######## mem_bus_router_flat ########
**config.mk**
```make
export PLATFORM = sky130hd
export DESIGN_NAME = mem_bus_router_flat
export DESIGN_NICKNAME = d
export VERILOG_FILES = /design/src/rtl/mem_bus_router_if.sv /design/src/rtl/mem_bus_router.sv /design/src/flat_wrapper.sv
export SDC_FILE = /design/constraint.sdc
export NUM_CORES = 1
export LEC_CHECK = 0
export ABC_AREA = 1
export CAP_MARGIN = 20
export CORE_AREA = 2 2 126 128
export CTS_BUF_LIST = sky130_fd_sc_hd__clkbuf_16
export DETAILED_ROUTE_END_ITERATION = 10
export DIE_AREA = 0 0 128 130
export GPL_TIMING_DRIVEN = 0
export PLACE_DENSITY = 0.61
export SYNTH_ARGS = -nofsm -noshare
export SYNTH_HDL_FRONTEND = slang
export SYNTH_SLANG_ARGS = --single-unit
```
**constraint.sdc**
```tcl
create_clock -name clk -period 2.3 [get_ports clk]
set_clock_uncertainty 0.1 [all_clocks]
set_input_delay 0.46 -clock clk [delete_from_list [all_inputs] [get_ports clk]]
set_output_delay 0.46 -clock clk [all_outputs]
set_load 0.02 [all_outputs]
```
**src/rtl/mem_bus_router_if.sv**
```systemverilog
// Host-side memory bus between the core data port and mem_bus_router.
// master: the core (drives requests); slave: the router (grants and responds).
interface mem_bus_router_if #(
    parameter int unsigned MEM_W = 32
);
    logic               host_req_i;
    logic               host_gnt_o;
    logic [31:0]        host_addr_i;
    logic               host_we_i;
    logic [MEM_W/8-1:0] host_be_i;
    logic [MEM_W-1:0]   host_wdata_i;
    logic               host_rvalid_o;
    logic               host_err_o;
    logic [MEM_W-1:0]   host_rdata_o;

    modport master (
        output host_req_i, host_addr_i, host_we_i, host_be_i, host_wdata_i,
        input  host_gnt_o, host_rvalid_o, host_err_o, host_rdata_o
    );

    modport slave (
        input  host_req_i, host_addr_i, host_we_i, host_be_i, host_wdata_i,
        output host_gnt_o, host_rvalid_o, host_err_o, host_rdata_o
    );
endinterface

```
**src/rtl/mem_bus_router.sv**
```systemverilog
// Memory-bus router: decodes host requests onto N_SLV slaves by base/mask region, tracks
// outstanding transactions in an order FIFO and returns responses strictly in request order.
// Unmapped addresses are served by an internal error slave (ID = N_SLV).
// Optional feature macro: MEM_ROUTER_ERR_CAPTURE_EN adds a sticky first-error address capture.
module mem_bus_router #(
    parameter int unsigned         MEM_W       = 32,
    parameter int unsigned         N_SLV       = 4,
    parameter int unsigned         MAX_OUTST   = 2,
    parameter logic [32*N_SLV-1:0] REGION_BASE = {32'h8000_0000, 32'h0000_0100,
                                                  32'h0000_0010, 32'h0000_0010},
    parameter logic [32*N_SLV-1:0] REGION_MASK = {32'h8000_0000, 32'hFFFF_FF00,
                                                  32'hFFFF_FFF0, 32'hFFFF_FFFF}
) (
    input  logic                     clk,
    input  logic                     rst_n,
    mem_bus_router_if.slave          host,
    output logic [N_SLV-1:0]         slv_req_o,
    input  logic [N_SLV-1:0]         slv_gnt_i,
    output logic [31:0]              slv_addr_o,
    output logic                     slv_we_o,
    output logic [MEM_W/8-1:0]       slv_be_o,
    output logic [MEM_W-1:0]         slv_wdata_o,
    input  logic [N_SLV-1:0]         slv_rvalid_i,
    input  logic [N_SLV-1:0]         slv_err_i,
    input  logic [N_SLV*MEM_W-1:0]   slv_rdata_i
`ifdef MEM_ROUTER_ERR_CAPTURE_EN
    ,
    output logic                     err_valid_o,
    output logic [31:0]              err_addr_o,
    input  logic                     err_clr_i
`endif
);
    localparam int unsigned IdW  = $clog2(N_SLV + 1);
    localparam int unsigned CntW = $clog2(MAX_OUTST + 1);
    localparam int unsigned PtrW = (MAX_OUTST > 1) ? $clog2(MAX_OUTST) : 1;

    localparam logic [IdW-1:0]  ErrId  = IdW'(N_SLV);
    localparam logic [CntW-1:0] CntMax = CntW'(MAX_OUTST);
    localparam logic [PtrW-1:0] PtrMax = PtrW'(MAX_OUTST - 1);

    typedef enum logic [1:0] {StEmpty, StActive, StFull} fifo_state_e;

    fifo_state_e      r_state;
    fifo_state_e      w_state_next;
    logic [CntW-1:0]  r_cnt;
    logic [CntW-1:0]  w_cnt_next;
    logic [PtrW-1:0]  r_wptr;
    logic [PtrW-1:0]  r_rptr;
    logic [IdW-1:0]   r_fifo [MAX_OUTST];

    logic [IdW-1:0]   w_id;
    logic             w_hit;
    logic             w_full;
    logic             w_empty;
    logic [N_SLV-1:0] w_slv_req;
    logic             w_slv_gnt;
    logic             w_gnt;
    logic [IdW-1:0]   w_head;
    logic             w_rvalid;
    logic             w_err;
    logic [MEM_W-1:0] w_rdata;
    logic             w_push;
    logic             w_pop;

    // Address decode: iterate high-to-low so the lowest matching index wins.
    always_comb begin
        w_id = ErrId;
        for (int i = N_SLV - 1; i >= 0; i--) begin
            if ((host.host_addr_i & REGION_MASK[32*i +: 32]) == REGION_BASE[32*i +: 32]) begin
                w_id = IdW'(i);
            end
        end
    end

    assign w_hit   = (w_id != ErrId);
    assign w_full  = (r_state == StFull);
    assign w_empty = (r_state == StEmpty);

    // Request forwarding: only the decoded slave sees req, and nothing is forwarded while full.
    always_comb begin
        w_slv_req = '0;
        w_slv_gnt = 1'b0;
        for (int i = 0; i < N_SLV; i++) begin
            if (w_id == IdW'(i)) begin
                w_slv_req[i] = host.host_req_i & ~w_full;
                w_slv_gnt    = slv_gnt_i[i];
            end
        end
        // The error slave grants in zero cycles.
        w_gnt = host.host_req_i & ~w_full & (w_hit ? w_slv_gnt : 1'b1);
    end

    assign w_head = r_fifo[r_rptr];

    // Response return: only the slave at the FIFO head can complete; others are dropped.
    always_comb begin
        w_rvalid = 1'b0;
        w_err    = 1'b0;
        w_rdata  = '0;
        if (!w_empty) begin
            if (w_head == ErrId) begin
                w_rvalid = 1'b1;
                w_err    = 1'b1;
            end else begin
                for (int i = 0; i < N_SLV; i++) begin
                    if (w_head == IdW'(i)) begin
                        w_rvalid = slv_rvalid_i[i];
                        w_err    = slv_rvalid_i[i] & slv_err_i[i];
                        if (slv_rvalid_i[i] && !slv_err_i[i]) begin
                            w_rdata = slv_rdata_i[MEM_W*i +: MEM_W];
                        end
                    end
                end
            end
        end
    end

    assign w_push = w_gnt;
    assign w_pop  = w_rvalid;

    // Occupancy next-state; push and pop together leave the count unchanged.
    always_comb begin
        w_cnt_next = r_cnt;
        unique case ({w_push, w_pop})
            2'b10:   w_cnt_next = r_cnt + CntW'(1);
            2'b01:   w_cnt_next = r_cnt - CntW'(1);
            default: w_cnt_next = r_cnt;
        endcase
        if (w_cnt_next == '0) begin
            w_state_next = StEmpty;
        end else if (w_cnt_next == CntMax) begin
            w_state_next = StFull;
        end else begin
            w_state_next = StActive;
        end
    end

    // Order FIFO and its EMPTY/ACTIVE/FULL state; pointers wrap at MAX_OUTST.
    always_ff @(posedge clk or negedge rst_n) begin
        if (!rst_n) begin
            r_state <= StEmpty;
            r_cnt   <= '0;
            r_wptr  <= '0;
            r_rptr  <= '0;
            for (int i = 0; i < MAX_OUTST; i++) begin
                r_fifo[i] <= '0;
            end
        end else begin
            r_state <= w_state_next;
            r_cnt   <= w_cnt_next;
            if (w_push) begin
                r_fifo[r_wptr] <= w_id;
                r_wptr         <= (r_wptr == PtrMax) ? '0 : r_wptr + PtrW'(1);
            end
            if (w_pop) begin
                r_rptr <= (r_rptr == PtrMax) ? '0 : r_rptr + PtrW'(1);
            end
        end
    end

    // Outputs are forced low while reset is asserted.
    assign host.host_gnt_o    = rst_n & w_gnt;
    assign host.host_rvalid_o = rst_n & w_rvalid;
    assign host.host_err_o    = rst_n & w_err;
    assign host.host_rdata_o  = rst_n ? w_rdata : '0;
    assign slv_req_o          = rst_n ? w_slv_req : '0;
    assign slv_addr_o         = rst_n ? host.host_addr_i : '0;
    assign slv_we_o           = rst_n & host.host_we_i;
    assign slv_be_o           = rst_n ? host.host_be_i : '0;
    assign slv_wdata_o        = rst_n ? host.host_wdata_i : '0;

`ifdef MEM_ROUTER_ERR_CAPTURE_EN
    logic        r_err_valid;
    logic [31:0] r_err_addr;
    logic        w_err_evt;

    assign w_err_evt = w_gnt & ~w_hit;

    // Sticky first-error capture; a capture in the same cycle as a clear takes priority.
    always_ff @(posedge clk or negedge rst_n) begin
        if (!rst_n) begin
            r_err_valid <= 1'b0;
            r_err_addr  <= '0;
        end else if (w_err_evt && (!r_err_valid || err_clr_i)) begin
            r_err_valid <= 1'b1;
            r_err_addr  <= host.host_addr_i;
        end else if (err_clr_i) begin
            r_err_valid <= 1'b0;
        end
    end

    assign err_valid_o = rst_n & r_err_valid;
    assign err_addr_o  = rst_n ? r_err_addr : '0;
`endif
endmodule

```
**src/flat_wrapper.sv**
```systemverilog
// flat-port wrapper written by rule: the top's interface ports become plain ports
module mem_bus_router_flat 
#(
    parameter int unsigned         MEM_W       = 32,
    parameter int unsigned         N_SLV       = 4,
    parameter int unsigned         MAX_OUTST   = 2,
    parameter logic [32*N_SLV-1:0] REGION_BASE = {32'h8000_0000, 32'h0000_0100,
                                                  32'h0000_0010, 32'h0000_0010},
    parameter logic [32*N_SLV-1:0] REGION_MASK = {32'h8000_0000, 32'hFFFF_FF00,
                                                  32'hFFFF_FFF0, 32'hFFFF_FFFF}
)
  (clk, rst_n, slv_req_o, slv_gnt_i, slv_addr_o, slv_we_o, slv_be_o, slv_wdata_o, slv_rvalid_i, slv_err_i, slv_rdata_i, host_host_req_i, host_host_addr_i, host_host_we_i, host_host_be_i, host_host_wdata_i, host_host_gnt_o, host_host_rvalid_o, host_host_err_o, host_host_rdata_o);
  mem_bus_router_if #(.MEM_W(MEM_W)) host_i ();
  input  logic clk;
  input  logic rst_n;
  output logic [N_SLV-1:0] slv_req_o;
  input  logic [N_SLV-1:0] slv_gnt_i;
  output logic [31:0] slv_addr_o;
  output logic slv_we_o;
  output logic [MEM_W/8-1:0] slv_be_o;
  output logic [MEM_W-1:0] slv_wdata_o;
  input  logic [N_SLV-1:0] slv_rvalid_i;
  input  logic [N_SLV-1:0] slv_err_i;
  input  logic [N_SLV*MEM_W-1:0] slv_rdata_i;
  input wire logic [$bits(host_i.host_req_i)-1:0] host_host_req_i;
  input wire logic [$bits(host_i.host_addr_i)-1:0] host_host_addr_i;
  input wire logic [$bits(host_i.host_we_i)-1:0] host_host_we_i;
  input wire logic [$bits(host_i.host_be_i)-1:0] host_host_be_i;
  input wire logic [$bits(host_i.host_wdata_i)-1:0] host_host_wdata_i;
  output wire logic [$bits(host_i.host_gnt_o)-1:0] host_host_gnt_o;
  output wire logic [$bits(host_i.host_rvalid_o)-1:0] host_host_rvalid_o;
  output wire logic [$bits(host_i.host_err_o)-1:0] host_host_err_o;
  output wire logic [$bits(host_i.host_rdata_o)-1:0] host_host_rdata_o;
  assign host_i.host_req_i = host_host_req_i;
  assign host_i.host_addr_i = host_host_addr_i;
  assign host_i.host_we_i = host_host_we_i;
  assign host_i.host_be_i = host_host_be_i;
  assign host_i.host_wdata_i = host_host_wdata_i;
  assign host_host_gnt_o = host_i.host_gnt_o;
  assign host_host_rvalid_o = host_i.host_rvalid_o;
  assign host_host_err_o = host_i.host_err_o;
  assign host_host_rdata_o = host_i.host_rdata_o;
  mem_bus_router #(.MEM_W(MEM_W), .N_SLV(N_SLV), .MAX_OUTST(MAX_OUTST), .REGION_BASE(REGION_BASE), .REGION_MASK(REGION_MASK)) u_core (.clk(clk), .rst_n(rst_n), .host(host_i), .slv_req_o(slv_req_o), .slv_gnt_i(slv_gnt_i), .slv_addr_o(slv_addr_o), .slv_we_o(slv_we_o), .slv_be_o(slv_be_o), .slv_wdata_o(slv_wdata_o), .slv_rvalid_i(slv_rvalid_i), .slv_err_i(slv_err_i), .slv_rdata_i(slv_rdata_i));
endmodule
```
######## ifmap_radr_gen_ext_flat ########
`config.mk`:
```
export PLATFORM = sky130hd
export DESIGN_NAME = ifmap_radr_gen_ext_flat
export DESIGN_NICKNAME = d
export VERILOG_FILES = /design/src/rtl/ifmap_radr_gen_ext_if.sv /design/src/rtl/ifmap_radr_gen_ext.sv /design/src/flat_wrapper.sv
export SDC_FILE = /design/constraint.sdc
export NUM_CORES = 1
export LEC_CHECK = 0
export ABC_AREA = 1
export CORE_UTILIZATION = 45
export DETAILED_ROUTE_END_ITERATION = 8
export PLACE_DENSITY = 0.74
export REMOVE_ABC_BUFFERS = 1
export SYNTH_ARGS = -nofsm -noshare
export SYNTH_HDL_FRONTEND = slang
export SYNTH_SLANG_ARGS = --single-unit
```
`constraint.sdc`:
```
create_clock -name clk -period 16 [get_ports clk]
set_clock_uncertainty 0.2 [all_clocks]
set_input_delay 2.4 -clock clk [delete_from_list [all_inputs] [get_ports clk]]
set_output_delay 2.4 -clock clk [all_outputs]
set_load 0.03 [all_outputs]
```
`src/rtl/ifmap_radr_gen_ext_if.sv`:
```
`default_nettype none
// ============================================================================
//  Module   : ifmap_radr_gen_ext_if
//  Purpose  : Controller <-> ifmap read-address generator bundle (config,
//             request, address/pad/valid/done response).
//  Revision : 1.0  initial release
// ============================================================================
interface ifmap_radr_gen_ext_if #(
   parameter int BANK_ADDR_WIDTH = 8,
   parameter int NUM_FIELDS      = 11
);
   logic                                  config_en;
   logic [NUM_FIELDS*BANK_ADDR_WIDTH-1:0] config_data;
   logic                                  adr_en;
   logic [BANK_ADDR_WIDTH-1:0]            adr;
   logic                                  adr_vld;
   logic                                  pad;
   logic                                  done;

   modport master (
      output config_en, config_data, adr_en,
      input  adr, adr_vld, pad, done
   );

   modport slave (
      input  config_en, config_data, adr_en,
      output adr, adr_vld, pad, done
   );
endinterface
`default_nettype wire

```
`src/rtl/ifmap_radr_gen_ext.sv`:
```
`default_nettype none
// ============================================================================
//  Module   : ifmap_radr_gen_ext
//  Purpose  : Walks the tiled-convolution loop nest (with dilation, padding
//             and OC1 repeat) issuing one ifmap buffer address per adr_en.
//  Revision : 1.0  initial release
// ============================================================================
module ifmap_radr_gen_ext #(
   parameter int BANK_ADDR_WIDTH = 8,
   parameter int NUM_FIELDS      = 11
) (
   input  logic                clk,
   input  logic                rst_n,
   ifmap_radr_gen_ext_if.slave bus
);
   localparam int W     = BANK_ADDR_WIDTH;
   localparam int CW    = 2*W + 1;
   localparam int CFG_W = NUM_FIELDS*W;

   function automatic logic [W-1:0] eff(input logic [W-1:0] v);
      return (v == '0) ? W'(1) : v;
   endfunction

   logic [CFG_W-1:0] cfg_q, cfg_d;
   logic [W-1:0]     ox0_q, ox0_d, oy0_q, oy0_d, fx_q, fx_d;
   logic [W-1:0]     fy_q, fy_d, ic1_q, ic1_d, oc1_q, oc1_d;
   logic [W-1:0]     adr_q, adr_d;
   logic             adr_vld_q, adr_vld_d, pad_q, pad_d, done_q, done_d;

   logic [W-1:0] ox0_f, oy0_f, fx_f, fy_f, stride_f, ix0_f, iy0_f;
   logic [W-1:0] ic1_f, oc1_f, dil_f, pad_f;

   assign ox0_f    = cfg_q[10*W +: W];
   assign oy0_f    = cfg_q[ 9*W +: W];
   assign fx_f     = cfg_q[ 8*W +: W];
   assign fy_f     = cfg_q[ 7*W +: W];
   assign stride_f = cfg_q[ 6*W +: W];
   assign ix0_f    = cfg_q[ 5*W +: W];
   assign iy0_f    = cfg_q[ 4*W +: W];
   assign ic1_f    = cfg_q[ 3*W +: W];
   assign oc1_f    = cfg_q[ 2*W +: W];
   assign dil_f    = cfg_q[ 1*W +: W];
   assign pad_f    = cfg_q[ 0*W +: W];

   // Cumulative carries: each level wraps only when all inner levels wrap too.
   logic c_ox, c_oy, c_fx, c_fy, c_ic, c_oc;
   assign c_ox = (ox0_q == eff(ox0_f) - W'(1));
   assign c_oy = c_ox & (oy0_q == eff(oy0_f) - W'(1));
   assign c_fx = c_oy & (fx_q  == eff(fx_f)  - W'(1));
   assign c_fy = c_fx & (fy_q  == eff(fy_f)  - W'(1));
   assign c_ic = c_fy & (ic1_q == eff(ic1_f) - W'(1));
   assign c_oc = c_ic & (oc1_q == eff(oc1_f) - W'(1));

   logic signed [CW-1:0] ix, iy;
   logic                 pad_c;
   logic [W-1:0]         adr_c;

   assign ix = CW'(ox0_q) * CW'(eff(stride_f)) + CW'(fx_q) * CW'(eff(dil_f)) - CW'(pad_f);
   assign iy = CW'(oy0_q) * CW'(eff(stride_f)) + CW'(fy_q) * CW'(eff(dil_f)) - CW'(pad_f);

   assign pad_c = ix[CW-1] | iy[CW-1]
                | (ix >= $signed(CW'(ix0_f)))
                | (iy >= $signed(CW'(iy0_f)));
   // Linear address wraps modulo 2^W by construction of the W-bit arithmetic.
   assign adr_c = (ic1_q * iy0_f + iy[W-1:0]) * ix0_f + ix[W-1:0];

   always_comb begin
      cfg_d     = cfg_q;
      ox0_d     = ox0_q;
      oy0_d     = oy0_q;
      fx_d      = fx_q;
      fy_d      = fy_q;
      ic1_d     = ic1_q;
      oc1_d     = oc1_q;
      adr_d     = adr_q;
      pad_d     = pad_q;
      adr_vld_d = 1'b0;
      done_d    = 1'b0;
      if (bus.config_en) begin
         cfg_d = bus.config_data;
         ox0_d = '0;
         oy0_d = '0;
         fx_d  = '0;
         fy_d  = '0;
         ic1_d = '0;
         oc1_d = '0;
      end else if (bus.adr_en) begin
         adr_vld_d = 1'b1;
         pad_d     = pad_c;
         adr_d     = pad_c ? '0 : adr_c;
         done_d    = c_oc;
         ox0_d     = c_ox ? '0 : ox0_q + W'(1);
         if (c_ox) oy0_d = c_oy ? '0 : oy0_q + W'(1);
         if (c_oy) fx_d  = c_fx ? '0 : fx_q  + W'(1);
         if (c_fx) fy_d  = c_fy ? '0 : fy_q  + W'(1);
         if (c_fy) ic1_d = c_ic ? '0 : ic1_q + W'(1);
         if (c_ic) oc1_d = c_oc ? '0 : oc1_q + W'(1);
      end
   end

   always_ff @(posedge clk) begin
      if (!rst_n) begin
         cfg_q     <= '0;
         ox0_q     <= '0;
         oy0_q     <= '0;
         fx_q      <= '0;
         fy_q      <= '0;
         ic1_q     <= '0;
         oc1_q     <= '0;
         adr_q     <= '0;
         pad_q     <= 1'b0;
         adr_vld_q <= 1'b0;
         done_q    <= 1'b0;
      end else begin
         cfg_q     <= cfg_d;
         ox0_q     <= ox0_d;
         oy0_q     <= oy0_d;
         fx_q      <= fx_d;
         fy_q      <= fy_d;
         ic1_q     <= ic1_d;
         oc1_q     <= oc1_d;
         adr_q     <= adr_d;
         pad_q     <= pad_d;
         adr_vld_q <= adr_vld_d;
         done_q    <= done_d;
      end
   end

   assign bus.adr     = adr_q;
   assign bus.pad     = pad_q;
   assign bus.adr_vld = adr_vld_q;
   assign bus.done    = done_q;
endmodule
`default_nettype wire

```
`src/flat_wrapper.sv`:
```
// flat-port wrapper written by rule: the top's interface ports become plain ports
module ifmap_radr_gen_ext_flat 
#(
   parameter int BANK_ADDR_WIDTH = 8,
   parameter int NUM_FIELDS      = 11
)
  (clk, rst_n, bus_config_en, bus_config_data, bus_adr_en, bus_adr, bus_adr_vld, bus_pad, bus_done);
  ifmap_radr_gen_ext_if #(.BANK_ADDR_WIDTH(BANK_ADDR_WIDTH), .NUM_FIELDS(NUM_FIELDS)) bus_i ();
  input  logic clk;
  input  logic rst_n;
  input wire logic [$bits(bus_i.config_en)-1:0] bus_config_en;
  input wire logic [$bits(bus_i.config_data)-1:0] bus_config_data;
  input wire logic [$bits(bus_i.adr_en)-1:0] bus_adr_en;
  output wire logic [$bits(bus_i.adr)-1:0] bus_adr;
  output wire logic [$bits(bus_i.adr_vld)-1:0] bus_adr_vld;
  output wire logic [$bits(bus_i.pad)-1:0] bus_pad;
  output wire logic [$bits(bus_i.done)-1:0] bus_done;
  assign bus_i.config_en = bus_config_en;
  assign bus_i.config_data = bus_config_data;
  assign bus_i.adr_en = bus_adr_en;
  assign bus_adr = bus_i.adr;
  assign bus_adr_vld = bus_i.adr_vld;
  assign bus_pad = bus_i.pad;
  assign bus_done = bus_i.done;
  ifmap_radr_gen_ext #(.BANK_ADDR_WIDTH(BANK_ADDR_WIDTH), .NUM_FIELDS(NUM_FIELDS)) u_core (.clk(clk), .rst_n(rst_n), .bus(bus_i));
endmodule
```
ifmap_radr_gen_ext_flat/power_grid.png
Scale bar: 50 um. Pins as bars on the die edge. Tap cells in grey.
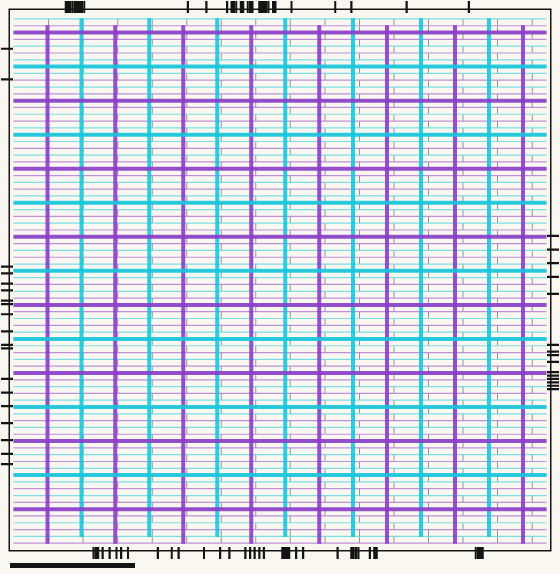
[purple] VSS
[cyan] VDD
rows: 77
met1 rails: 78
tap cells: 592
signal pins: 103

==> Changelog: implementation, ifmap_radr_gen_ext_flat <==
### Physical design

- CP Capture Type: register
- Clock-net power: 0.424 mW
- RSZ-0062 raised after global routing: false
- R2r startpoint: u_core.cfg_q[9]$_SDFFE_PN0P_
- Outcome: complete, no violations
- Fin crit share: 0.766
- Crit path to: u_core.bus.adr[7]$_SDFFE_PN0P_
- Fin util: 0.506
- Global routing met2 resource utilization: 0.375
- # IOs: 103
- Mux cell area share after synthesis: 0
- IO Port Bufs: a little over 100
- Residual DRC count: 0
- Share of post-route cells with drive strength above 1: 0.0386
- Internal cell power: 0.779 mW
- CTS buffer count: 17
- CORE AREA: 0.0446 mm^2
- Synth Register Bits: 147
- Die Span Y: 216 um
- Final #Nets: 3430
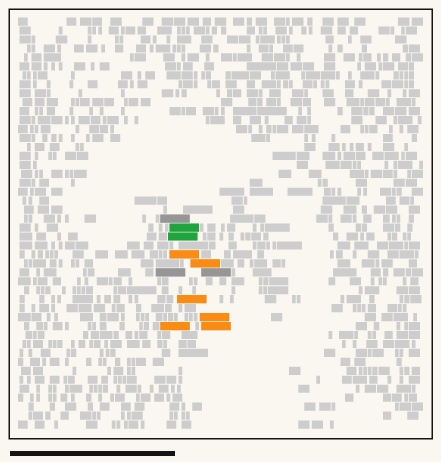
mem_bus_router_flat/flops_by_reg.png
Scale bar: 50 um. Other sequential cells in the stronger grey, the rest of the logic in the fainter grey.
[orange] `u_core.r_fifo` | flops: 6
[green] `u_core.r_state` | flops: 2
not coloured: 3
flop share of the area: 0.0389
Seq power: 0.379 mW
Flop area: 275 um^2
fin util: 0.459

==> Changelog: implementation, mem_bus_router_flat <==
### Physical design

- Outcome: complete, but fails checks
- Violated checks: negative setup slack
- Dominant cell area share: 0.237
- Final worst slack: -0.258 ns
- Count leader, synth: inv_1
- Number of setup buffers added after CTS: 16
- Post-synth EDFFs: 0
- Final setup violation count: 34
- Dominant logic cell types in the final layout: 191 x inv_1, 178 x clkdlybuf4s50_1, 109 x nand2_1
- Register share of total power: 0.101
- HP Start: u_core.r_fifo[1]$_DFFE_PN0P_
- Synth async-reset ratio: 1.00
- Final #Nets: around 1200
- Placed inst area: 0.00662 mm^2
- Number of cells in Yosys stat: 599
- Syn. warnings: 0
- Vias post-DR: 4759
- Log Warnings: 28
- CP required: 1.74 ns
- Biggest regs: u_core.r_fifo (6), u_core.r_state (2)

######## div_fx_engine ########
[src/rtl/div_fx_engine.sv]
// div_fx_engine: sequential 16.8 fixed-point divider attached to a byte-wide data memory.
// Reads a 16-bit dividend D and an 8-bit divisor d, computes q = floor(D*256/d) one bit
// per cycle by restoring division, writes q back MSB first, then raises Ack.
// A zero divisor skips the division and writes q = 24'hFFFFFF.
//
// Configuration macro: DIV_ROUND_EN
//   defined   - 25 iterations, q rounded up on the half-LSB, saturating at 24'hFFFFFF
//   undefined - 24 iterations, truncating quotient
//
// Ports:
//   Clk        in   1   clock, rising edge
//   Reset      in   1   synchronous active-low reset
//   Start      in   1   launch request; a run begins on its falling edge
//   Ack        out  1   done flag, held until the next Start assertion
//   Busy       out  1   high while the FSM is outside IDLE/DONE
//   MemAddr    out  AW  data-memory address
//   MemRdData  in   8   combinational read data for MemAddr
//   MemWrEn    out  1   write strobe, one byte per cycle
//   MemWrData  out  8   write data
module div_fx_engine #(
  parameter int unsigned AW       = 8,
  parameter int unsigned A_DVD_HI = 0,
  parameter int unsigned A_DVD_LO = 1,
  parameter int unsigned A_DVS    = 2,
  parameter int unsigned A_Q      = 4
) (
  input  logic          Clk,
  input  logic          Reset,
  input  logic          Start,
  output logic          Ack,
  output logic          Busy,
  output logic [AW-1:0] MemAddr,
  input  logic [7:0]    MemRdData,
  output logic          MemWrEn,
  output logic [7:0]    MemWrData
);

`ifdef DIV_ROUND_EN
  localparam int unsigned QW = 25;  // extra low bit is the half-LSB
`else
  localparam int unsigned QW = 24;
`endif
  localparam int unsigned NPAD = QW - 16;

  localparam logic [3:0] StIdle  = 4'd0;
  localparam logic [3:0] StRdHi  = 4'd1;
  localparam logic [3:0] StRdLo  = 4'd2;
  localparam logic [3:0] StRdDvs = 4'd3;
  localparam logic [3:0] StDiv   = 4'd4;
  localparam logic [3:0] StWr0   = 4'd5;
  localparam logic [3:0] StWr1   = 4'd6;
  localparam logic [3:0] StWr2   = 4'd7;
  localparam logic [3:0] StDone  = 4'd8;

  logic [3:0]    state_q, state_d;
  logic          armed_q, armed_d;
  logic          ack_q, ack_d;
  logic [15:0]   dvd_q, dvd_d;
  logic [7:0]    dvs_q, dvs_d;
  logic [8:0]    rem_q, rem_d;
  logic [QW-1:0] quo_q, quo_d;
  logic [4:0]    cnt_q, cnt_d;

  logic [QW-1:0] n_vec;
  logic [8:0]    r9;
  logic          q_bit;
  logic [23:0]   res24;
  logic          unused_rem;

  // Numerator N = {D, zero fraction bits}; consumed MSB first by cnt_q.
  assign n_vec      = {dvd_q, {NPAD{1'b0}}};
  assign r9         = {rem_q[7:0], n_vec[cnt_q]};
  assign q_bit      = (r9 >= {1'b0, dvs_q});
  // The remainder never exceeds d-1, so its top bit only holds the r9 compare width.
  assign unused_rem = rem_q[8];

`ifdef DIV_ROUND_EN
  logic [24:0] rnd_sum;
  assign rnd_sum = {1'b0, quo_q[24:1]} + {24'd0, quo_q[0]};
  assign res24   = rnd_sum[24] ? 24'hFFFFFF : rnd_sum[23:0];
`else
  assign res24 = quo_q;
`endif

  always_comb begin
    state_d = state_q;
    armed_d = armed_q;
    ack_d   = ack_q;
    dvd_d   = dvd_q;
    dvs_d   = dvs_q;
    rem_d   = rem_q;
    quo_d   = quo_q;
    cnt_d   = cnt_q;
    case (state_q)
      StIdle, StDone: begin
        if (Start) begin
          armed_d = 1'b1;
          if (state_q == StDone) ack_d = 1'b0;
        end else if (armed_q) begin
          armed_d = 1'b0;
          state_d = StRdHi;
        end
      end
      StRdHi: begin
        dvd_d[15:8] = MemRdData;
        state_d     = StRdLo;
      end
      StRdLo: begin
        dvd_d[7:0] = MemRdData;
        state_d    = StRdDvs;
      end
      StRdDvs: begin
        dvs_d = MemRdData;
        rem_d = '0;
        if (MemRdData == 8'd0) begin
          quo_d   = '1;
          state_d = StWr0;
        end else begin
          quo_d   = '0;
          cnt_d   = 5'(QW - 1);
          state_d = StDiv;
        end
      end
      StDiv: begin
        rem_d = q_bit ? (r9 - {1'b0, dvs_q}) : r9;
        quo_d = {quo_q[QW-2:0], q_bit};
        if (cnt_q == 5'd0) begin
          state_d = StWr0;
        end else begin
          cnt_d = cnt_q - 5'd1;
        end
      end
      StWr0: state_d = StWr1;
      StWr1: state_d = StWr2;
      StWr2: begin
        state_d = StDone;
        ack_d   = 1'b1;
      end
      default: state_d = StIdle;
    endcase
  end

  always_ff @(posedge Clk) begin
    if (!Reset) begin
      state_q <= StIdle;
      armed_q <= 1'b0;
      ack_q   <= 1'b0;
      dvd_q   <= '0;
      dvs_q   <= '0;
      rem_q   <= '0;
      quo_q   <= '0;
      cnt_q   <= '0;
    end else begin
      state_q <= state_d;
      armed_q <= armed_d;
      ack_q   <= ack_d;
      dvd_q   <= dvd_d;
      dvs_q   <= dvs_d;
      rem_q   <= rem_d;
      quo_q   <= quo_d;
      cnt_q   <= cnt_d;
    end
  end

  // Address and write data are decoded from the state so reads and writes never overlap.
  always_comb begin
    MemAddr   = '0;
    MemWrData = 8'd0;
    MemWrEn   = 1'b0;
    case (state_q)
      StRdHi:  MemAddr = AW'(A_DVD_HI);
      StRdLo:  MemAddr = AW'(A_DVD_LO);
      StRdDvs: MemAddr = AW'(A_DVS);
      StWr0: begin
        MemAddr   = AW'(A_Q);
        MemWrData = res24[23:16];
        MemWrEn   = 1'b1;
      end
      StWr1: begin
        MemAddr   = AW'(A_Q + 1);
        MemWrData = res24[15:8];
        MemWrEn   = 1'b1;
      end
      StWr2: begin
        MemAddr   = AW'(A_Q + 2);
        MemWrData = res24[7:0];
        MemWrEn   = 1'b1;
      end
      default: ;
    endcase
  end

  assign Ack  = ack_q;
  assign Busy = (state_q != StIdle) && (state_q != StDone);

endmodule

[config.mk]
export PLATFORM = sky130hd
export DESIGN_NAME = div_fx_engine
export DESIGN_NICKNAME = d
export VERILOG_FILES = /design/src/rtl/div_fx_engine.sv
export SDC_FILE = /design/constraint.sdc
export NUM_CORES = 1
export LEC_CHECK = 0
export ABC_AREA = 1
export CAP_MARGIN = 20
export CORE_MARGIN = 3
export CORE_UTILIZATION = 35
export DETAILED_ROUTE_END_ITERATION = 7
export PLACE_DENSITY = 0.53
export SYNTH_ARGS = -nofsm -noshare
export SYNTH_HDL_FRONTEND = slang
export SYNTH_SLANG_ARGS = --single-unit
[constraint.sdc]
create_clock -name Clk -period 2 [get_ports Clk]
set_input_delay 0.6 -clock Clk [delete_from_list [all_inputs] [get_ports Clk]]
set_output_delay 0.6 -clock Clk [all_outputs]
set_load 0.03 [all_outputs]
######## ir_blob_decoder ########
File: config.mk
export PLATFORM = sky130hd
export DESIGN_NAME = ir_blob_decoder
export DESIGN_NICKNAME = d
export VERILOG_FILES = /design/src/rtl/ir_blob_decoder_pkg.sv /design/src/rtl/ir_blob_decoder.sv
export SDC_FILE = /design/constraint.sdc
export NUM_CORES = 1
export LEC_CHECK = 0
export CORE_MARGIN = 3
export CORE_UTILIZATION = 23
export CTS_CLUSTER_DIAMETER = 60
export DETAILED_ROUTE_END_ITERATION = 10
export SLEW_MARGIN = 20
export SYNTH_ARGS = -nofsm -noshare
export SYNTH_HDL_FRONTEND = slang
export SYNTH_SLANG_ARGS = --single-unit
export TNS_END_PERCENT = 50
File: constraint.sdc
create_clock -name clk -period 4.5 [get_ports clk]
set_clock_uncertainty 0.1 [all_clocks]
set_input_delay 0.9 -clock clk [delete_from_list [all_inputs] [get_ports clk]]
set_output_delay 0.9 -clock clk [all_outputs]
set_load 0.02 [all_outputs]
File: src/rtl/ir_blob_decoder_pkg.sv
// Shared camera definitions for the IR blob decoder: FSM encoding, the
// not-found marker and the layout of the packed high-bits/size byte.
package ir_blob_decoder_pkg;

    typedef enum logic [2:0] {
        IDLE = 3'd0,
        HDR  = 3'd1,
        B0   = 3'd2,
        B1   = 3'd3,
        B2   = 3'd4
    } state_t;

    // A blob whose X and Y both read back as this value is an empty slot.
    localparam logic [9:0] NOT_FOUND_COORD = 10'd1023;

    localparam int PK_Y_HI    = 7;
    localparam int PK_Y_LO    = 6;
    localparam int PK_X_HI    = 5;
    localparam int PK_X_LO    = 4;
    localparam int PK_SIZE_HI = 3;
    localparam int PK_SIZE_LO = 0;

    typedef struct packed {
        logic [9:0] x;
        logic [9:0] y;
        logic [3:0] size;
        logic       found;
    } blob_t;

    function automatic blob_t decode_blob(input logic [7:0] x_lo,
                                          input logic [7:0] y_lo,
                                          input logic [7:0] pk);
        blob_t b;
        b.x     = {pk[PK_X_HI:PK_X_LO], x_lo};
        b.y     = {pk[PK_Y_HI:PK_Y_LO], y_lo};
        b.size  = pk[PK_SIZE_HI:PK_SIZE_LO];
        b.found = !((b.x == NOT_FOUND_COORD) && (b.y == NOT_FOUND_COORD));
        return b;
    endfunction

endpackage

File: src/rtl/ir_blob_decoder.sv
// Decodes the camera's blob report byte stream into per-blob strobes and
// keeps the last cleanly completed frame's blob 0 position.
module ir_blob_decoder
    import ir_blob_decoder_pkg::*;
#(
    parameter int HEADER_BYTES = 1,
    parameter int NUM_BLOBS    = 4
) (
    input  logic       clk,
    input  logic       reset,
    input  logic       frame_start,
    input  logic [7:0] data_in,
    input  logic       data_valid,
    output logic [9:0] blob_x,
    output logic [9:0] blob_y,
    output logic [3:0] blob_size,
    output logic [1:0] blob_idx,
    output logic       blob_found,
    output logic       blob_stb,
    output logic       frame_done,
    output logic       frame_error,
    output logic [9:0] pos_x,
    output logic [9:0] pos_y,
    output logic       pos_valid
);

    localparam logic [1:0] HDR_LAST    = 2'((HEADER_BYTES == 0) ? 0 : HEADER_BYTES - 1);
    localparam logic [1:0] LAST_BLOB   = 2'(NUM_BLOBS - 1);
    localparam state_t     START_STATE = (HEADER_BYTES == 0) ? B0 : HDR;

    state_t     state, state_nxt;
    logic [1:0] hdr_cnt, blob_cnt;
    logic [7:0] x_lo, y_lo;
    logic [9:0] b0_x, b0_y;
    logic       b0_found;
    blob_t      blob_cur;
    logic       accept, take_b2, take_last;
    logic       p_found;
    logic [9:0] p_x, p_y;

    // frame_start wins over data_valid, so a byte in the start cycle is dropped.
    assign accept    = data_valid && !frame_start;
    assign take_b2   = accept && (state == B2);
    assign take_last = take_b2 && (blob_cnt == LAST_BLOB);
    assign blob_cur  = decode_blob(x_lo, y_lo, data_in);

    // Blob 0 of a single-blob frame is still in flight when the frame ends.
    assign p_found = (blob_cnt == 2'd0) ? blob_cur.found : b0_found;
    assign p_x     = (blob_cnt == 2'd0) ? blob_cur.x     : b0_x;
    assign p_y     = (blob_cnt == 2'd0) ? blob_cur.y     : b0_y;

    always_comb begin
        // NOTE: default first so every path assigns state_nxt and no latch is inferred.
        state_nxt = state;
        if (frame_start) begin
            state_nxt = START_STATE;
        end else if (data_valid) begin
            case (state)
                IDLE:    state_nxt = IDLE;
                HDR:     if (hdr_cnt == HDR_LAST) state_nxt = B0;
                B0:      state_nxt = B1;
                B1:      state_nxt = B2;
                B2:      state_nxt = (blob_cnt == LAST_BLOB) ? IDLE : B0;
                default: state_nxt = IDLE;
            endcase
        end
    end

    always_ff @(posedge clk) begin
        if (!reset) state <= IDLE;
        else        state <= state_nxt;
    end

    always_ff @(posedge clk) begin
        if (!reset) begin
            // NOTE: non-blocking everywhere here so every register samples pre-edge values.
            hdr_cnt     <= '0;
            blob_cnt    <= '0;
            x_lo        <= '0;
            y_lo        <= '0;
            b0_x        <= '0;
            b0_y        <= '0;
            b0_found    <= 1'b0;
            blob_x      <= '0;
            blob_y      <= '0;
            blob_size   <= '0;
            blob_idx    <= '0;
            blob_found  <= 1'b0;
            blob_stb    <= 1'b0;
            frame_done  <= 1'b0;
            frame_error <= 1'b0;
            pos_x       <= '0;
            pos_y       <= '0;
            pos_valid   <= 1'b0;
        end else begin
            blob_stb    <= take_b2;
            frame_done  <= take_last;
            frame_error <= frame_start && (state != IDLE);

            if (frame_start) begin
                hdr_cnt  <= '0;
                blob_cnt <= '0;
            end else if (accept) begin
                case (state)
                    HDR: hdr_cnt <= hdr_cnt + 2'd1;
                    B0:  x_lo    <= data_in;
                    B1:  y_lo    <= data_in;
                    B2: begin
                        blob_x     <= blob_cur.x;
                        blob_y     <= blob_cur.y;
                        blob_size  <= blob_cur.size;
                        blob_found <= blob_cur.found;
                        blob_idx   <= blob_cnt;
                        blob_cnt   <= take_last ? 2'd0 : blob_cnt + 2'd1;
                        if (blob_cnt == 2'd0) begin
                            b0_x     <= blob_cur.x;
                            b0_y     <= blob_cur.y;
                            b0_found <= blob_cur.found;
                        end
                        if (take_last) begin
                            pos_valid <= p_found;
                            if (p_found) begin
                                pos_x <= p_x;
                                pos_y <= p_y;
                            end
                        end
                    end
                    default: ;
                endcase
            end
        end
    end

endmodule

######## mem_stage_sram_ctrl ########
--- src/rtl/mem_stage_sram_ctrl_pkg.sv ---
// Shared constants and state encoding for the memory stage
// and its 16-bit SRAM controller.
package mem_stage_sram_ctrl_pkg;

  localparam int REGISTER_LEN = 32;
  localparam int ADDRESS_LEN = 32;
  localparam int SRAM_DATA_LEN = 16;
  localparam int DATA_MEM_BASE_DEF = 1024;
  localparam int SRAM_ADDR_LEN_DEF = 18;

  typedef enum logic [1:0] {
    IDLE = 2'd0,
    LOW  = 2'd1,
    HIGH = 2'd2,
    DONE = 2'd3
  } mem_state_e;

  function automatic logic [ADDRESS_LEN-1:0] word_index(
    input logic [ADDRESS_LEN-1:0] addr,
    input logic [ADDRESS_LEN-1:0] base
  );
    return (addr - base) >> 2;
  endfunction

endpackage

--- src/rtl/mem_stage_sram_ctrl_wait_counter.sv ---
// Wait-state counter for one 16-bit SRAM half access;
// terminal flags the last cycle of the half.
module sram_wait_counter #(
  parameter int WAIT_CYCLES = 2
) (
  input  logic clk,
  input  logic rst,
  input  logic clear,
  input  logic enable,
  output logic terminal
);

  logic [3:0] cnt;

  always_ff @(posedge clk) begin
    if (rst || clear) begin
      cnt <= '0;
    end else if (enable) begin
      cnt <= cnt + 4'd1;
    end
  end

  assign terminal = (cnt == 4'(WAIT_CYCLES - 1));

endmodule

--- src/rtl/mem_stage_sram_ctrl.sv ---
// Memory stage: splits each 32-bit access into two
// wait-stated 16-bit SRAM halves and freezes the pipeline.
module mem_stage_sram_ctrl
  import mem_stage_sram_ctrl_pkg::*;
#(
  parameter int WAIT_CYCLES = 2,
  parameter int DATA_MEM_BASE = DATA_MEM_BASE_DEF,
  parameter int SRAM_ADDR_LEN = SRAM_ADDR_LEN_DEF
) (
  input  logic                     clk,
  input  logic                     rst,
  input  logic                     wb_enable_in,
  input  logic                     mem_read_in,
  input  logic                     mem_write_in,
  input  logic [REGISTER_LEN-1:0]  alu_res_in,
  input  logic [REGISTER_LEN-1:0]  val_rm_in,
  input  logic [3:0]               dest_in,
  output logic                     wb_enable_out,
  output logic                     mem_read_out,
  output logic [3:0]               dest_out,
  output logic [REGISTER_LEN-1:0]  alu_res_out,
  output logic [REGISTER_LEN-1:0]  mem_data_out,
  output logic                     freeze,
  output logic [SRAM_ADDR_LEN-1:0] sram_addr,
  output logic [SRAM_DATA_LEN-1:0] sram_dq_out,
  input  logic [SRAM_DATA_LEN-1:0] sram_dq_in,
  output logic                     sram_we_n,
  output logic                     sram_oe_n
);

  mem_state_e state, state_n;
  logic busy;
  logic term;
  logic is_load;
  logic [SRAM_ADDR_LEN-2:0] word;

  assign wb_enable_out = wb_enable_in;
  assign mem_read_out = mem_read_in;
  assign dest_out = dest_in;
  assign alu_res_out = alu_res_in;

  assign busy = (state == LOW) || (state == HIGH);
  assign is_load = mem_read_in && !mem_write_in;
  assign freeze = (mem_read_in | mem_write_in)
                  & (state != DONE);

  // Addresses below the base wrap modulo 2^32.
  assign word = (SRAM_ADDR_LEN-1)'(
    word_index(alu_res_in, ADDRESS_LEN'(DATA_MEM_BASE)));

  sram_wait_counter #(
    .WAIT_CYCLES(WAIT_CYCLES)
  ) u_cnt (
    .clk     (clk),
    .rst     (rst),
    .clear   (!busy || term),
    .enable  (busy),
    .terminal(term)
  );

  always_ff @(posedge clk) begin
    if (rst) begin
      state <= IDLE;
    end else begin
      state <= state_n;
    end
  end

  always_comb begin
    state_n = state;
    unique case (state)
      IDLE: if (mem_read_in || mem_write_in) state_n = LOW;
      LOW:  if (term) state_n = HIGH;
      HIGH: if (term) state_n = DONE;
      DONE: state_n = IDLE;
    endcase
  end

  always_comb begin
    sram_addr = '0;
    sram_dq_out = '0;
    sram_we_n = 1'b1;
    sram_oe_n = 1'b1;
    if (busy) begin
      sram_addr = {word, state == HIGH};
      if (mem_write_in) begin
        sram_we_n = 1'b0;
        sram_dq_out = (state == HIGH) ?
          val_rm_in[31:16] : val_rm_in[15:0];
      end else if (mem_read_in) begin
        sram_oe_n = 1'b0;
      end
    end
  end

  // Each half is captured on the last wait cycle of its phase.
  always_ff @(posedge clk) begin
    if (rst) begin
      mem_data_out <= '0;
    end else if (busy && term && is_load) begin
      if (state == LOW) begin
        mem_data_out[15:0] <= sram_dq_in;
      end else begin
        mem_data_out[31:16] <= sram_dq_in;
      end
    end
  end

endmodule

--- config.mk ---
export PLATFORM = sky130hd
export DESIGN_NAME = mem_stage_sram_ctrl
export DESIGN_NICKNAME = d
export VERILOG_FILES = /design/src/rtl/mem_stage_sram_ctrl_pkg.sv /design/src/rtl/mem_stage_sram_ctrl_wait_counter.sv /design/src/rtl/mem_stage_sram_ctrl.sv
export SDC_FILE = /design/constraint.sdc
export NUM_CORES = 1
export LEC_CHECK = 0
export ABC_AREA = 0
export CAP_MARGIN = 30
export CORE_MARGIN = 2
export CORE_UTILIZATION = 35
export CTS_CLUSTER_DIAMETER = 50
export DETAILED_ROUTE_END_ITERATION = 10
export DONT_BUFFER_PORTS = 1
export PLACE_DENSITY = 0.47
export SLEW_MARGIN = 10
export SYNTH_ARGS = -nofsm -noshare
export SYNTH_HDL_FRONTEND = slang
export SYNTH_SLANG_ARGS = --single-unit
--- constraint.sdc ---
create_clock -name clk -period 3.4 [get_ports clk]
set_input_delay 0.51 -clock clk [delete_from_list [all_inputs] [get_ports clk]]
set_output_delay 0.51 -clock clk [all_outputs]
set_load 0.005 [all_outputs]
######## pc_sequencer ########
## src/rtl/pc_seq_pkg.sv

```systemverilog
// pc_seq_pkg: shared constants, next-PC select encoding and helpers for the
// program-counter sequencer and its return-address stack.
// Optional feature macro used by the consumers: PC_SEQ_RAS_EN.
package pc_seq_pkg;

    // Default configuration of the fetch-stage PC.
    localparam int unsigned PC_ADDR_W     = 5;
    localparam int unsigned PC_STEP       = 1;
    localparam int unsigned PC_RESET_ADDR = 0;
    localparam int unsigned PC_RAS_DEPTH  = 4;

    // Next-PC source, listed in decreasing priority.
    typedef enum logic [2:0] {
        SEL_HOLD   = 3'd0,
        SEL_RET    = 3'd1,
        SEL_CALL   = 3'd2,
        SEL_BRANCH = 3'd3,
        SEL_SEQ    = 3'd4
    } pc_sel_e;

    // Width needed to count 0..depth valid stack entries.
    function automatic int unsigned depth_w(input int unsigned depth);
        return $clog2(depth) + 1;
    endfunction

endpackage

```

## src/rtl/pc_ras.sv

```systemverilog
// pc_ras: circular return-address stack. A push onto a full stack
// overwrites the oldest entry and sets a sticky overflow flag.
// Ports:
//   clk_i, rst_i      clock, asynchronous active-high reset
//   push_i            push push_data_i (caller guarantees not with pop_i)
//   pop_i             pop the top entry (ignored when empty)
//   push_data_i       return address to push
//   top_o             combinational view of the current top entry
//   empty_o           combinational, no valid entries
//   depth_o           registered count of valid entries
//   overflow_o        registered sticky overflow flag
module pc_ras
    import pc_seq_pkg::*;
#(
    parameter int unsigned ADDR_W = PC_ADDR_W,
    parameter int unsigned DEPTH  = PC_RAS_DEPTH
) (
    input  logic                      clk_i,
    input  logic                      rst_i,
    input  logic                      push_i,
    input  logic                      pop_i,
    input  logic [ADDR_W-1:0]         push_data_i,
    output logic [ADDR_W-1:0]         top_o,
    output logic                      empty_o,
    output logic [depth_w(DEPTH)-1:0] depth_o,
    output logic                      overflow_o
);

    localparam int unsigned PTR_W = $clog2(DEPTH);
    localparam int unsigned DW    = depth_w(DEPTH);

    logic [ADDR_W-1:0] mem_q [DEPTH];
    logic [PTR_W-1:0]  ptr_q, ptr_d;      // next free slot
    logic [DW-1:0]     depth_q, depth_d;
    logic              overflow_q, overflow_d;
    logic              full_c;

    assign full_c  = (depth_q == DW'(DEPTH));
    assign empty_o = (depth_q == '0);
    // Top entry sits just below the write pointer (wraps modulo DEPTH).
    assign top_o   = mem_q[ptr_q - PTR_W'(1)];

    // Pointer, depth and overflow next-state.
    always_comb begin
        ptr_d      = ptr_q;
        depth_d    = depth_q;
        overflow_d = overflow_q;
        if (push_i) begin
            ptr_d = ptr_q + PTR_W'(1);
            if (full_c) begin
                overflow_d = 1'b1;
            end else begin
                depth_d = depth_q + DW'(1);
            end
        end else if (pop_i && !empty_o) begin
            ptr_d   = ptr_q - PTR_W'(1);
            depth_d = depth_q - DW'(1);
        end
    end

    // Control state registers.
    always_ff @(posedge clk_i or posedge rst_i) begin
        if (rst_i) begin
            ptr_q      <= '0;
            depth_q    <= '0;
            overflow_q <= 1'b0;
        end else begin
            ptr_q      <= ptr_d;
            depth_q    <= depth_d;
            overflow_q <= overflow_d;
        end
    end

    // Entry storage; contents are don't-care after reset.
    always_ff @(posedge clk_i) begin
        if (push_i) begin
            mem_q[ptr_q] <= push_data_i;
        end
    end

    assign depth_o    = depth_q;
    assign overflow_o = overflow_q;

endmodule

```

## src/rtl/pc_sequencer.sv

```systemverilog
// pc_sequencer: fetch-stage program counter with stall, branch/jump load and,
// when PC_SEQ_RAS_EN is defined, a hardware return-address stack for
// call/return. Without PC_SEQ_RAS_EN, call acts as branch, ret is ignored and
// the RAS outputs are tied to zero.
// Ports:
//   clk_i, rst_i        clock, asynchronous active-high reset
//   stall_i             hold PC (highest priority)
//   branch_en_i         load branch_target_i
//   branch_target_i     branch/jump/call destination
//   call_en_i           load branch_target_i, push return address
//   ret_en_i            load popped return address
//   pc_o                registered PC
//   pc_plus_step_o      combinational pc_o + STEP (mod 2^ADDR_W)
//   ras_depth_o         valid stack entries
//   ras_underflow_o     one-cycle pulse after a ret on an empty stack
//   ras_overflow_o      sticky: a call pushed onto a full stack
module pc_sequencer
    import pc_seq_pkg::*;
#(
    parameter int unsigned ADDR_W     = PC_ADDR_W,
    parameter int unsigned STEP       = PC_STEP,
    parameter int unsigned RESET_ADDR = PC_RESET_ADDR,
    parameter int unsigned RAS_DEPTH  = PC_RAS_DEPTH
) (
    input  logic                          clk_i,
    input  logic                          rst_i,
    input  logic                          stall_i,
    input  logic                          branch_en_i,
    input  logic [ADDR_W-1:0]             branch_target_i,
    input  logic                          call_en_i,
    input  logic                          ret_en_i,
    output logic [ADDR_W-1:0]             pc_o,
    output logic [ADDR_W-1:0]             pc_plus_step_o,
    output logic [depth_w(RAS_DEPTH)-1:0] ras_depth_o,
    output logic                          ras_underflow_o,
    output logic                          ras_overflow_o
);

    logic [ADDR_W-1:0] pc_q, pc_d;
    logic [ADDR_W-1:0] ras_top_c;
    logic              ras_empty_c;
    pc_sel_e           sel_c;

    // Truncating add gives the wrap-around at 2^ADDR_W.
    assign pc_plus_step_o = pc_q + ADDR_W'(STEP);

`ifdef PC_SEQ_RAS_EN
    logic ras_underflow_q;

    // Priority: stall > ret > call > branch > sequential.
    always_comb begin
        sel_c = SEL_SEQ;
        if (stall_i) begin
            sel_c = SEL_HOLD;
        end else if (ret_en_i) begin
            sel_c = SEL_RET;
        end else if (call_en_i) begin
            sel_c = SEL_CALL;
        end else if (branch_en_i) begin
            sel_c = SEL_BRANCH;
        end
    end

    pc_ras #(
        .ADDR_W (ADDR_W),
        .DEPTH  (RAS_DEPTH)
    ) u_ras (
        .clk_i       (clk_i),
        .rst_i       (rst_i),
        .push_i      (sel_c == SEL_CALL),
        .pop_i       (sel_c == SEL_RET),
        .push_data_i (pc_plus_step_o),
        .top_o       (ras_top_c),
        .empty_o     (ras_empty_c),
        .depth_o     (ras_depth_o),
        .overflow_o  (ras_overflow_o)
    );

    // Underflow pulses for exactly one cycle after a ret on an empty stack.
    always_ff @(posedge clk_i or posedge rst_i) begin
        if (rst_i) begin
            ras_underflow_q <= 1'b0;
        end else begin
            ras_underflow_q <= (sel_c == SEL_RET) && ras_empty_c;
        end
    end

    assign ras_underflow_o = ras_underflow_q;
`else
    logic unused_ret;

    // No stack: call is a plain branch, ret falls through to sequential.
    always_comb begin
        sel_c = SEL_SEQ;
        if (stall_i) begin
            sel_c = SEL_HOLD;
        end else if (call_en_i || branch_en_i) begin
            sel_c = SEL_BRANCH;
        end
    end

    assign unused_ret      = ret_en_i;
    assign ras_top_c       = '0;
    assign ras_empty_c     = 1'b1;
    assign ras_depth_o     = '0;
    assign ras_underflow_o = 1'b0;
    assign ras_overflow_o  = 1'b0;
`endif

    // Next-PC mux; a ret on an empty stack still advances sequentially.
    always_comb begin
        pc_d = pc_plus_step_o;
        case (sel_c)
            SEL_HOLD:   pc_d = pc_q;
            SEL_RET:    pc_d = ras_empty_c ? pc_plus_step_o : ras_top_c;
            SEL_CALL:   pc_d = branch_target_i;
            SEL_BRANCH: pc_d = branch_target_i;
            default:    pc_d = pc_plus_step_o;
        endcase
    end

    always_ff @(posedge clk_i or posedge rst_i) begin
        if (rst_i) begin
            pc_q <= ADDR_W'(RESET_ADDR);
        end else begin
            pc_q <= pc_d;
        end
    end

    assign pc_o = pc_q;

endmodule

```

## config.mk

```make
export PLATFORM = sky130hd
export DESIGN_NAME = pc_sequencer
export DESIGN_NICKNAME = d
export VERILOG_FILES = /design/src/rtl/pc_seq_pkg.sv /design/src/rtl/pc_ras.sv /design/src/rtl/pc_sequencer.sv
export SDC_FILE = /design/constraint.sdc
export NUM_CORES = 1
export LEC_CHECK = 0
export CORE_AREA = 4 4 41 43
export CTS_CLUSTER_SIZE = 25
export DETAILED_ROUTE_END_ITERATION = 10
export DIE_AREA = 0 0 45 47
export DONT_BUFFER_PORTS = 1
export HOLD_SLACK_MARGIN = 0.02
export PLACE_DENSITY_LB_ADDON = 0.05
export SYNTH_ARGS = -nofsm -noshare
export SYNTH_HDL_FRONTEND = slang
export SYNTH_SLANG_ARGS = --single-unit
```

## constraint.sdc

```tcl
create_clock -name clk_i -period 2.16 [get_ports clk_i]
set_clock_uncertainty 0.15 [all_clocks]
set_input_delay 0.54 -clock clk_i [delete_from_list [all_inputs] [get_ports clk_i]]
set_output_delay 0.54 -clock clk_i [all_outputs]
set_load 0.01 [all_outputs]
```


==> gallery <==
Supply network.
image #1
Scale bar: 20 um. Pins as bars on the die edge. Tap cells in grey.
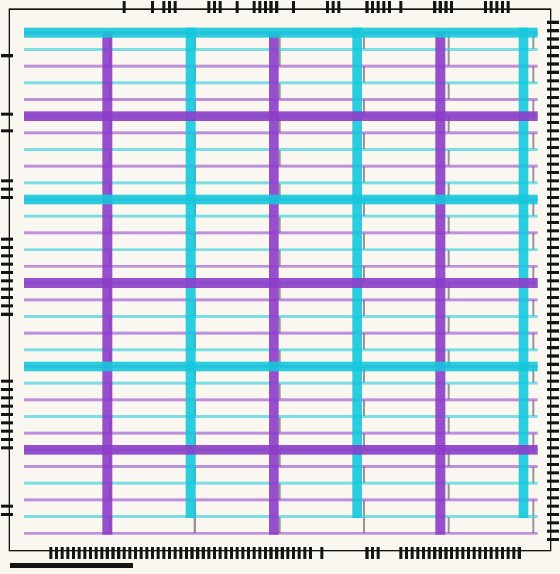
image #2
Scale bar: 10 um. Pins as bars on the die edge. Tap cells in grey.
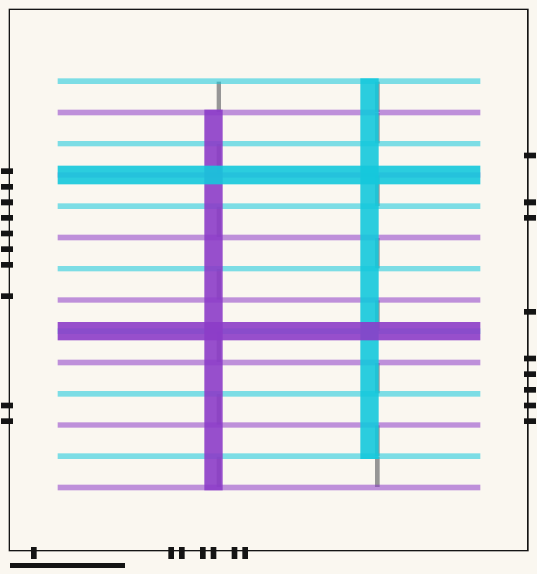
image #3
Scale bar: 50 um. Pins as bars on the die edge. Tap cells in grey.
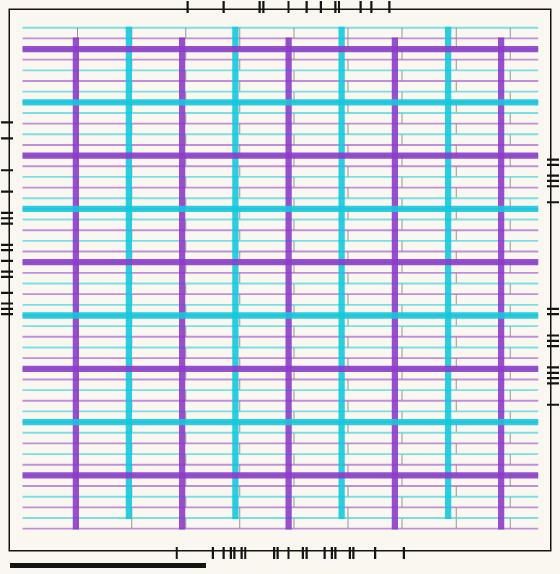
image #4
Scale bar: 20 um. Pins as bars on the die edge. Tap cells in grey.
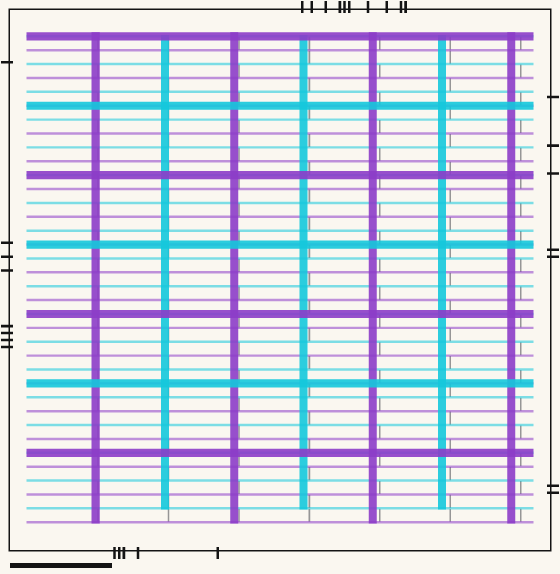
For ir_blob_decoder, see image #3.
For mem_stage_sram_ctrl, see image #1.
For div_fx_engine, see image #4.
For pc_sequencer, see image #2.
Of these, most pins: image #1

mem_stage_sram_ctrl/cell_density.png
Scale bar: 20 um. The die is cut into 9 by 9 equal tiles; white is low, dark blue is high, 0 to 100% covered.
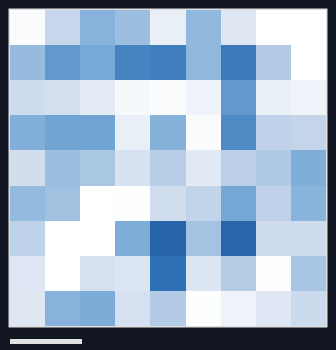
mean over tiles: 29%
tiles over 75% full: 2.5%
fullest tile: 79%
nearly empty tiles: 14%
fin util: 0.342
CORE AREA: 0.00683 mm^2
Pre-Place Util: 0.362

==> Changelog: implementation, mem_stage_sram_ctrl <==
### Physical design

- Outcome: complete, no violations
- Synth Cell Area: 0.00247 mm^2
- Initial antenna violation count: 0
- ClkCell Share: 0.0465
- Uppermost layer routed: met4
- Wire per inst: 15.1 um
- Max-area cell class: combinational gates
- H-tree depth: 2
- Gr ovfl total: 0
- Number of cells in Yosys stat: 277
- Non-Filler Instances: 330
- Vias post-DR: 1601
- Slew Viols, Final: 0
- Multi-In Gates: 180
- # IOs: 196
- Drt first pass iters: 4
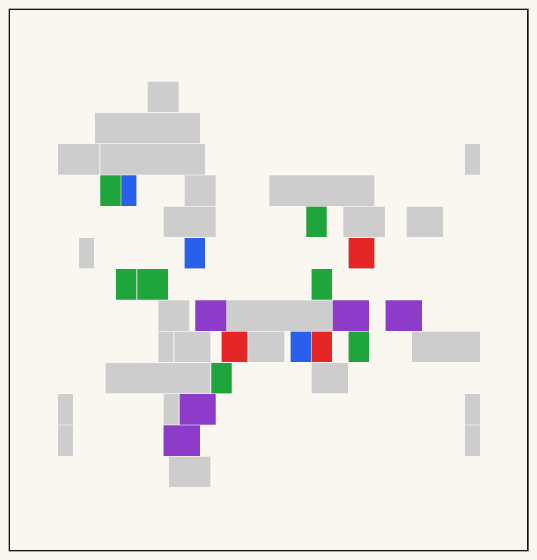
pc_sequencer/logic_types.png
[purple] AND-OR and OR-AND gates | cells: 5 | most used: o22a_1
[red] NOR gates | cells: 3
[green] inverting AOI/OAI gates | cells: 7
[blue] NAND gates | cells: 3 | most used: nand3_1

==> Changelog: implementation, pc_sequencer <==
### Physical design

- Sequential area share after synthesis: 0.339
- Combinational Area: 214 um^2
- Outcome: complete, no violations
- Syn. warnings: 0
- Uppermost layer routed: met3
- CP max stage delay: 0.44 ns
- Placed inst area: 358 um^2
- Crit path launch type: register
- Stages on the worst setup path: 3
- Combinational fraction of design power: 0.235
- Crit path to: pc_plus_step_o[4]
- Met3 Usage GRT: 0.0575
- Initial DRC Count: 6
- Final worst slack: roughly 0.090 ns
- Logic family by area: AND-OR/OR-AND gates
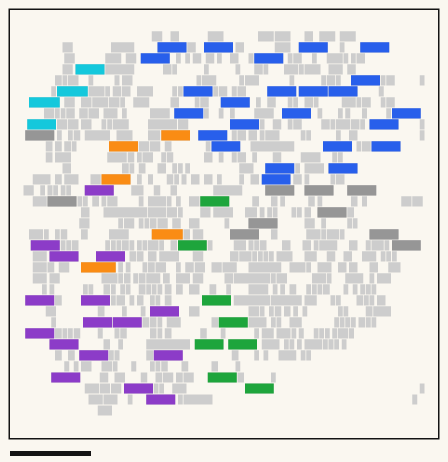
div_fx_engine/flops_by_reg.png
Scale bar: 20 um. Other sequential cells in the stronger grey, the rest of the logic in the fainter grey.
[purple] `dvd_q` | flops: 16
[green] `dvs_q` | flops: 8
[orange] `cnt_q` | flops: 5
[blue] `quo_q` | flops: 24
[cyan] `state_q` | flops: 4 | where: top left

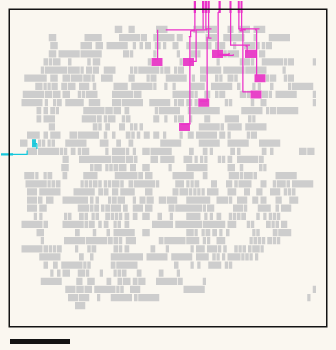
div_fx_engine/io_fan.png
Scale bar: 20 um.
[cyan] `Start` | bits: 1 | direction: input | edge: left | end cells: 1 | buffers: 1 | wire: 9.30 um
[magenta] `MemWrData` | bits: 8 | direction: output | edge: top | end cells: 8 | buffers: 8 | wire: 235 um
IO Port Bufs: 24
# IOs: 30

==> Changelog: implementation, div_fx_engine <==
### Physical design

- Outcome: complete, but fails checks
- Violated checks: negative setup slack
- Final setup violation count: 17
- Simple-gate share of the synthesized area: 0.328
- Power in combinational cells: 0.478 mW
- Vias in the first global route: 3397
- RSZ-0062 raised after global routing: true
- Clock buffer cells: 10
- Multi-In Gates: 378
- WS Path Type: reg -> reg
- Mapped Cells: 516
- Biggest regs: quo_q (24), dvd_q (16)
- Combinational Area: about 0.0021 mm^2
- Residual DRC count: 0
- Count leader, synth: nand2_1
- CP Capture Type: register
- Final worst slack: -0.206 ns
- Placed cell count: ~680
- Via density: 4.86
- Area fraction in xor and xnor cells: 0.0126
- CTS tree: built
- Synth area leader: dfxtp_1
- Met2 wire len: 4.60 mm
- Critical path peak fanout: 7
- Max-cap violations: 0
- Combinational fraction of design power: 0.145
- Fill count: 972
- Dominant cell area share: 0.385
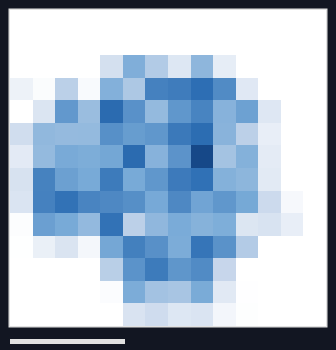
ir_blob_decoder/cell_density.png
Scale bar: 50 um. The die is cut into 14 by 14 equal tiles; white is low, dark blue is high, 0 to 100% covered.
emptiest ninth of the die: top right
fullest tile: 90%
tiles over 75% full: 2.6%
densest ninth of the die: middle
Pre-Place Util: 0.238
fin util: 0.302
CORE AREA: 0.0168 mm^2

==> Changelog: implementation, ir_blob_decoder <==
### Physical design

- Logic family by area: simple AND/OR/NAND/NOR gates
- Final worst slack: 1.86 ns
- WP buf/inv: 3
- IO Port Bufs: 62
- Wire per inst: around 14 um
- Post-synth EDFFs: 0
- Reg2reg path depth: 7
- Pleak: 1.83 nW
- Die width: 138 um
- Count leader, synth: dfxtp_1
- Flop area: ~0.0019 mm^2
- Die Span Y: 138 um
- Top cells by area: dfxtp_1 48%, mux2i_1 9.0%, a21oi_1 6.6%
- DP Wirelength: around 7 mm
- Final #Nets: 523
- Hold Slack: between 0.3 and 0.4 ns
- Vias in the first global route: ~3000
- Clock-net power: 0.825 mW
- Outcome: complete, no violations
- Slew Viols, Final: 0


==> layout pictures side by side <==
Placement density heat map.
picture 1
Scale bar: 20 um. The die is cut into 11 by 11 equal tiles; white is low, dark blue is high, 0 to 100% covered.
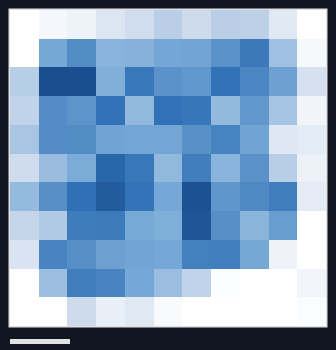
picture 2
Scale bar: 10 um. The die is cut into 9 by 9 equal tiles; white is low, dark blue is high, 0 to 100% covered.
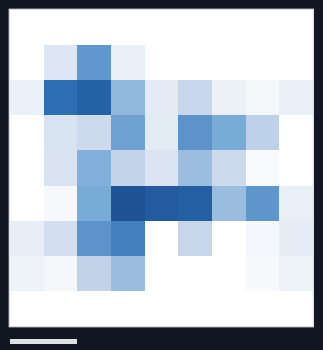
picture 3
Scale bar: 50 um. The die is cut into 22 by 22 equal tiles; white is low, dark blue is high, 0 to 100% covered.
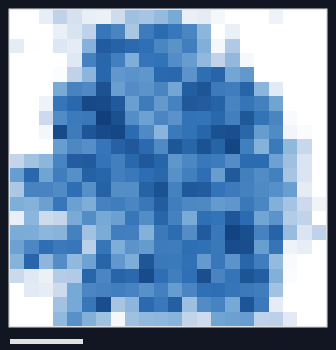
picture 4
Scale bar: 50 um. The die is cut into 13 by 13 equal tiles; white is low, dark blue is high, 0 to 100% covered.
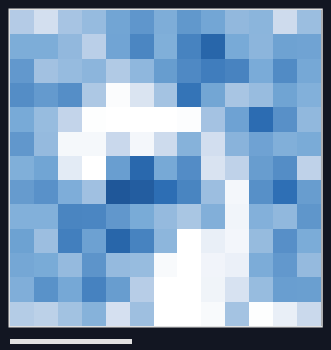
pc_sequencer is picture 2.
mem_bus_router_flat is picture 4.
div_fx_engine is picture 1.
ifmap_radr_gen_ext_flat is picture 3.


==> screenshots <==
Cell placement.
(a)
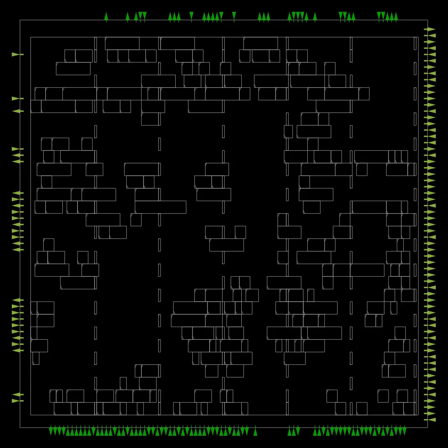
(b)
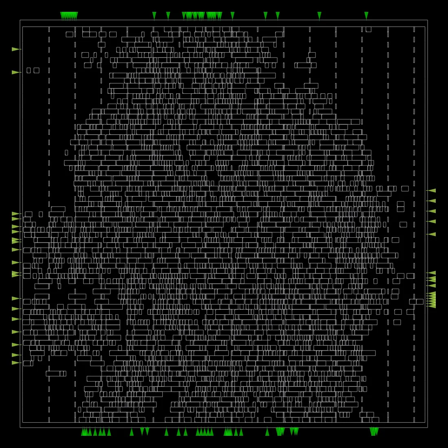
(c)
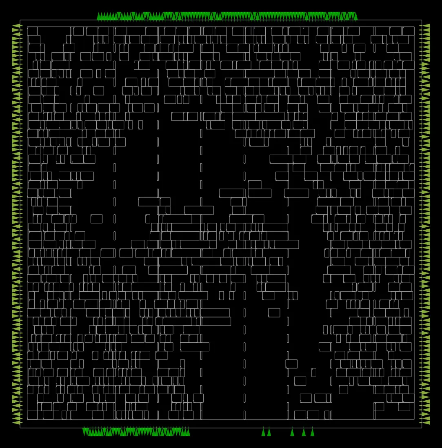
(d)
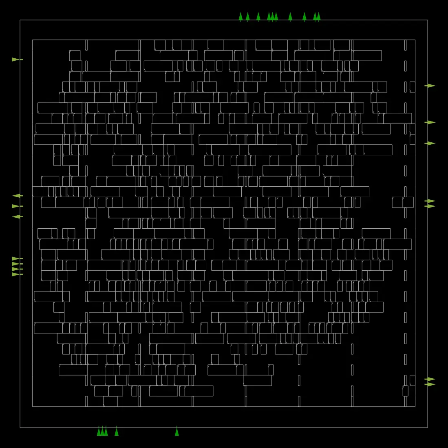
(e)
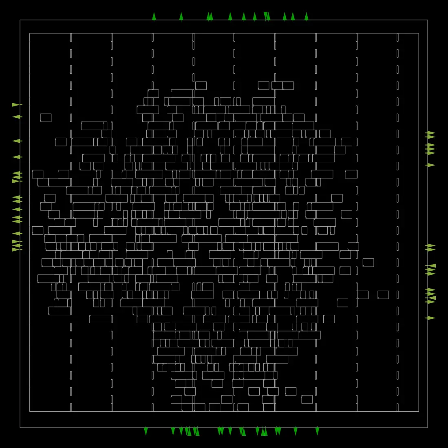
div_fx_engine: (d)
mem_bus_router_flat: (c)
ifmap_radr_gen_ext_flat: (b)
mem_stage_sram_ctrl: (a)
ir_blob_decoder: (e)

No activity file was given, so power comes from the tool's default toggle rates.
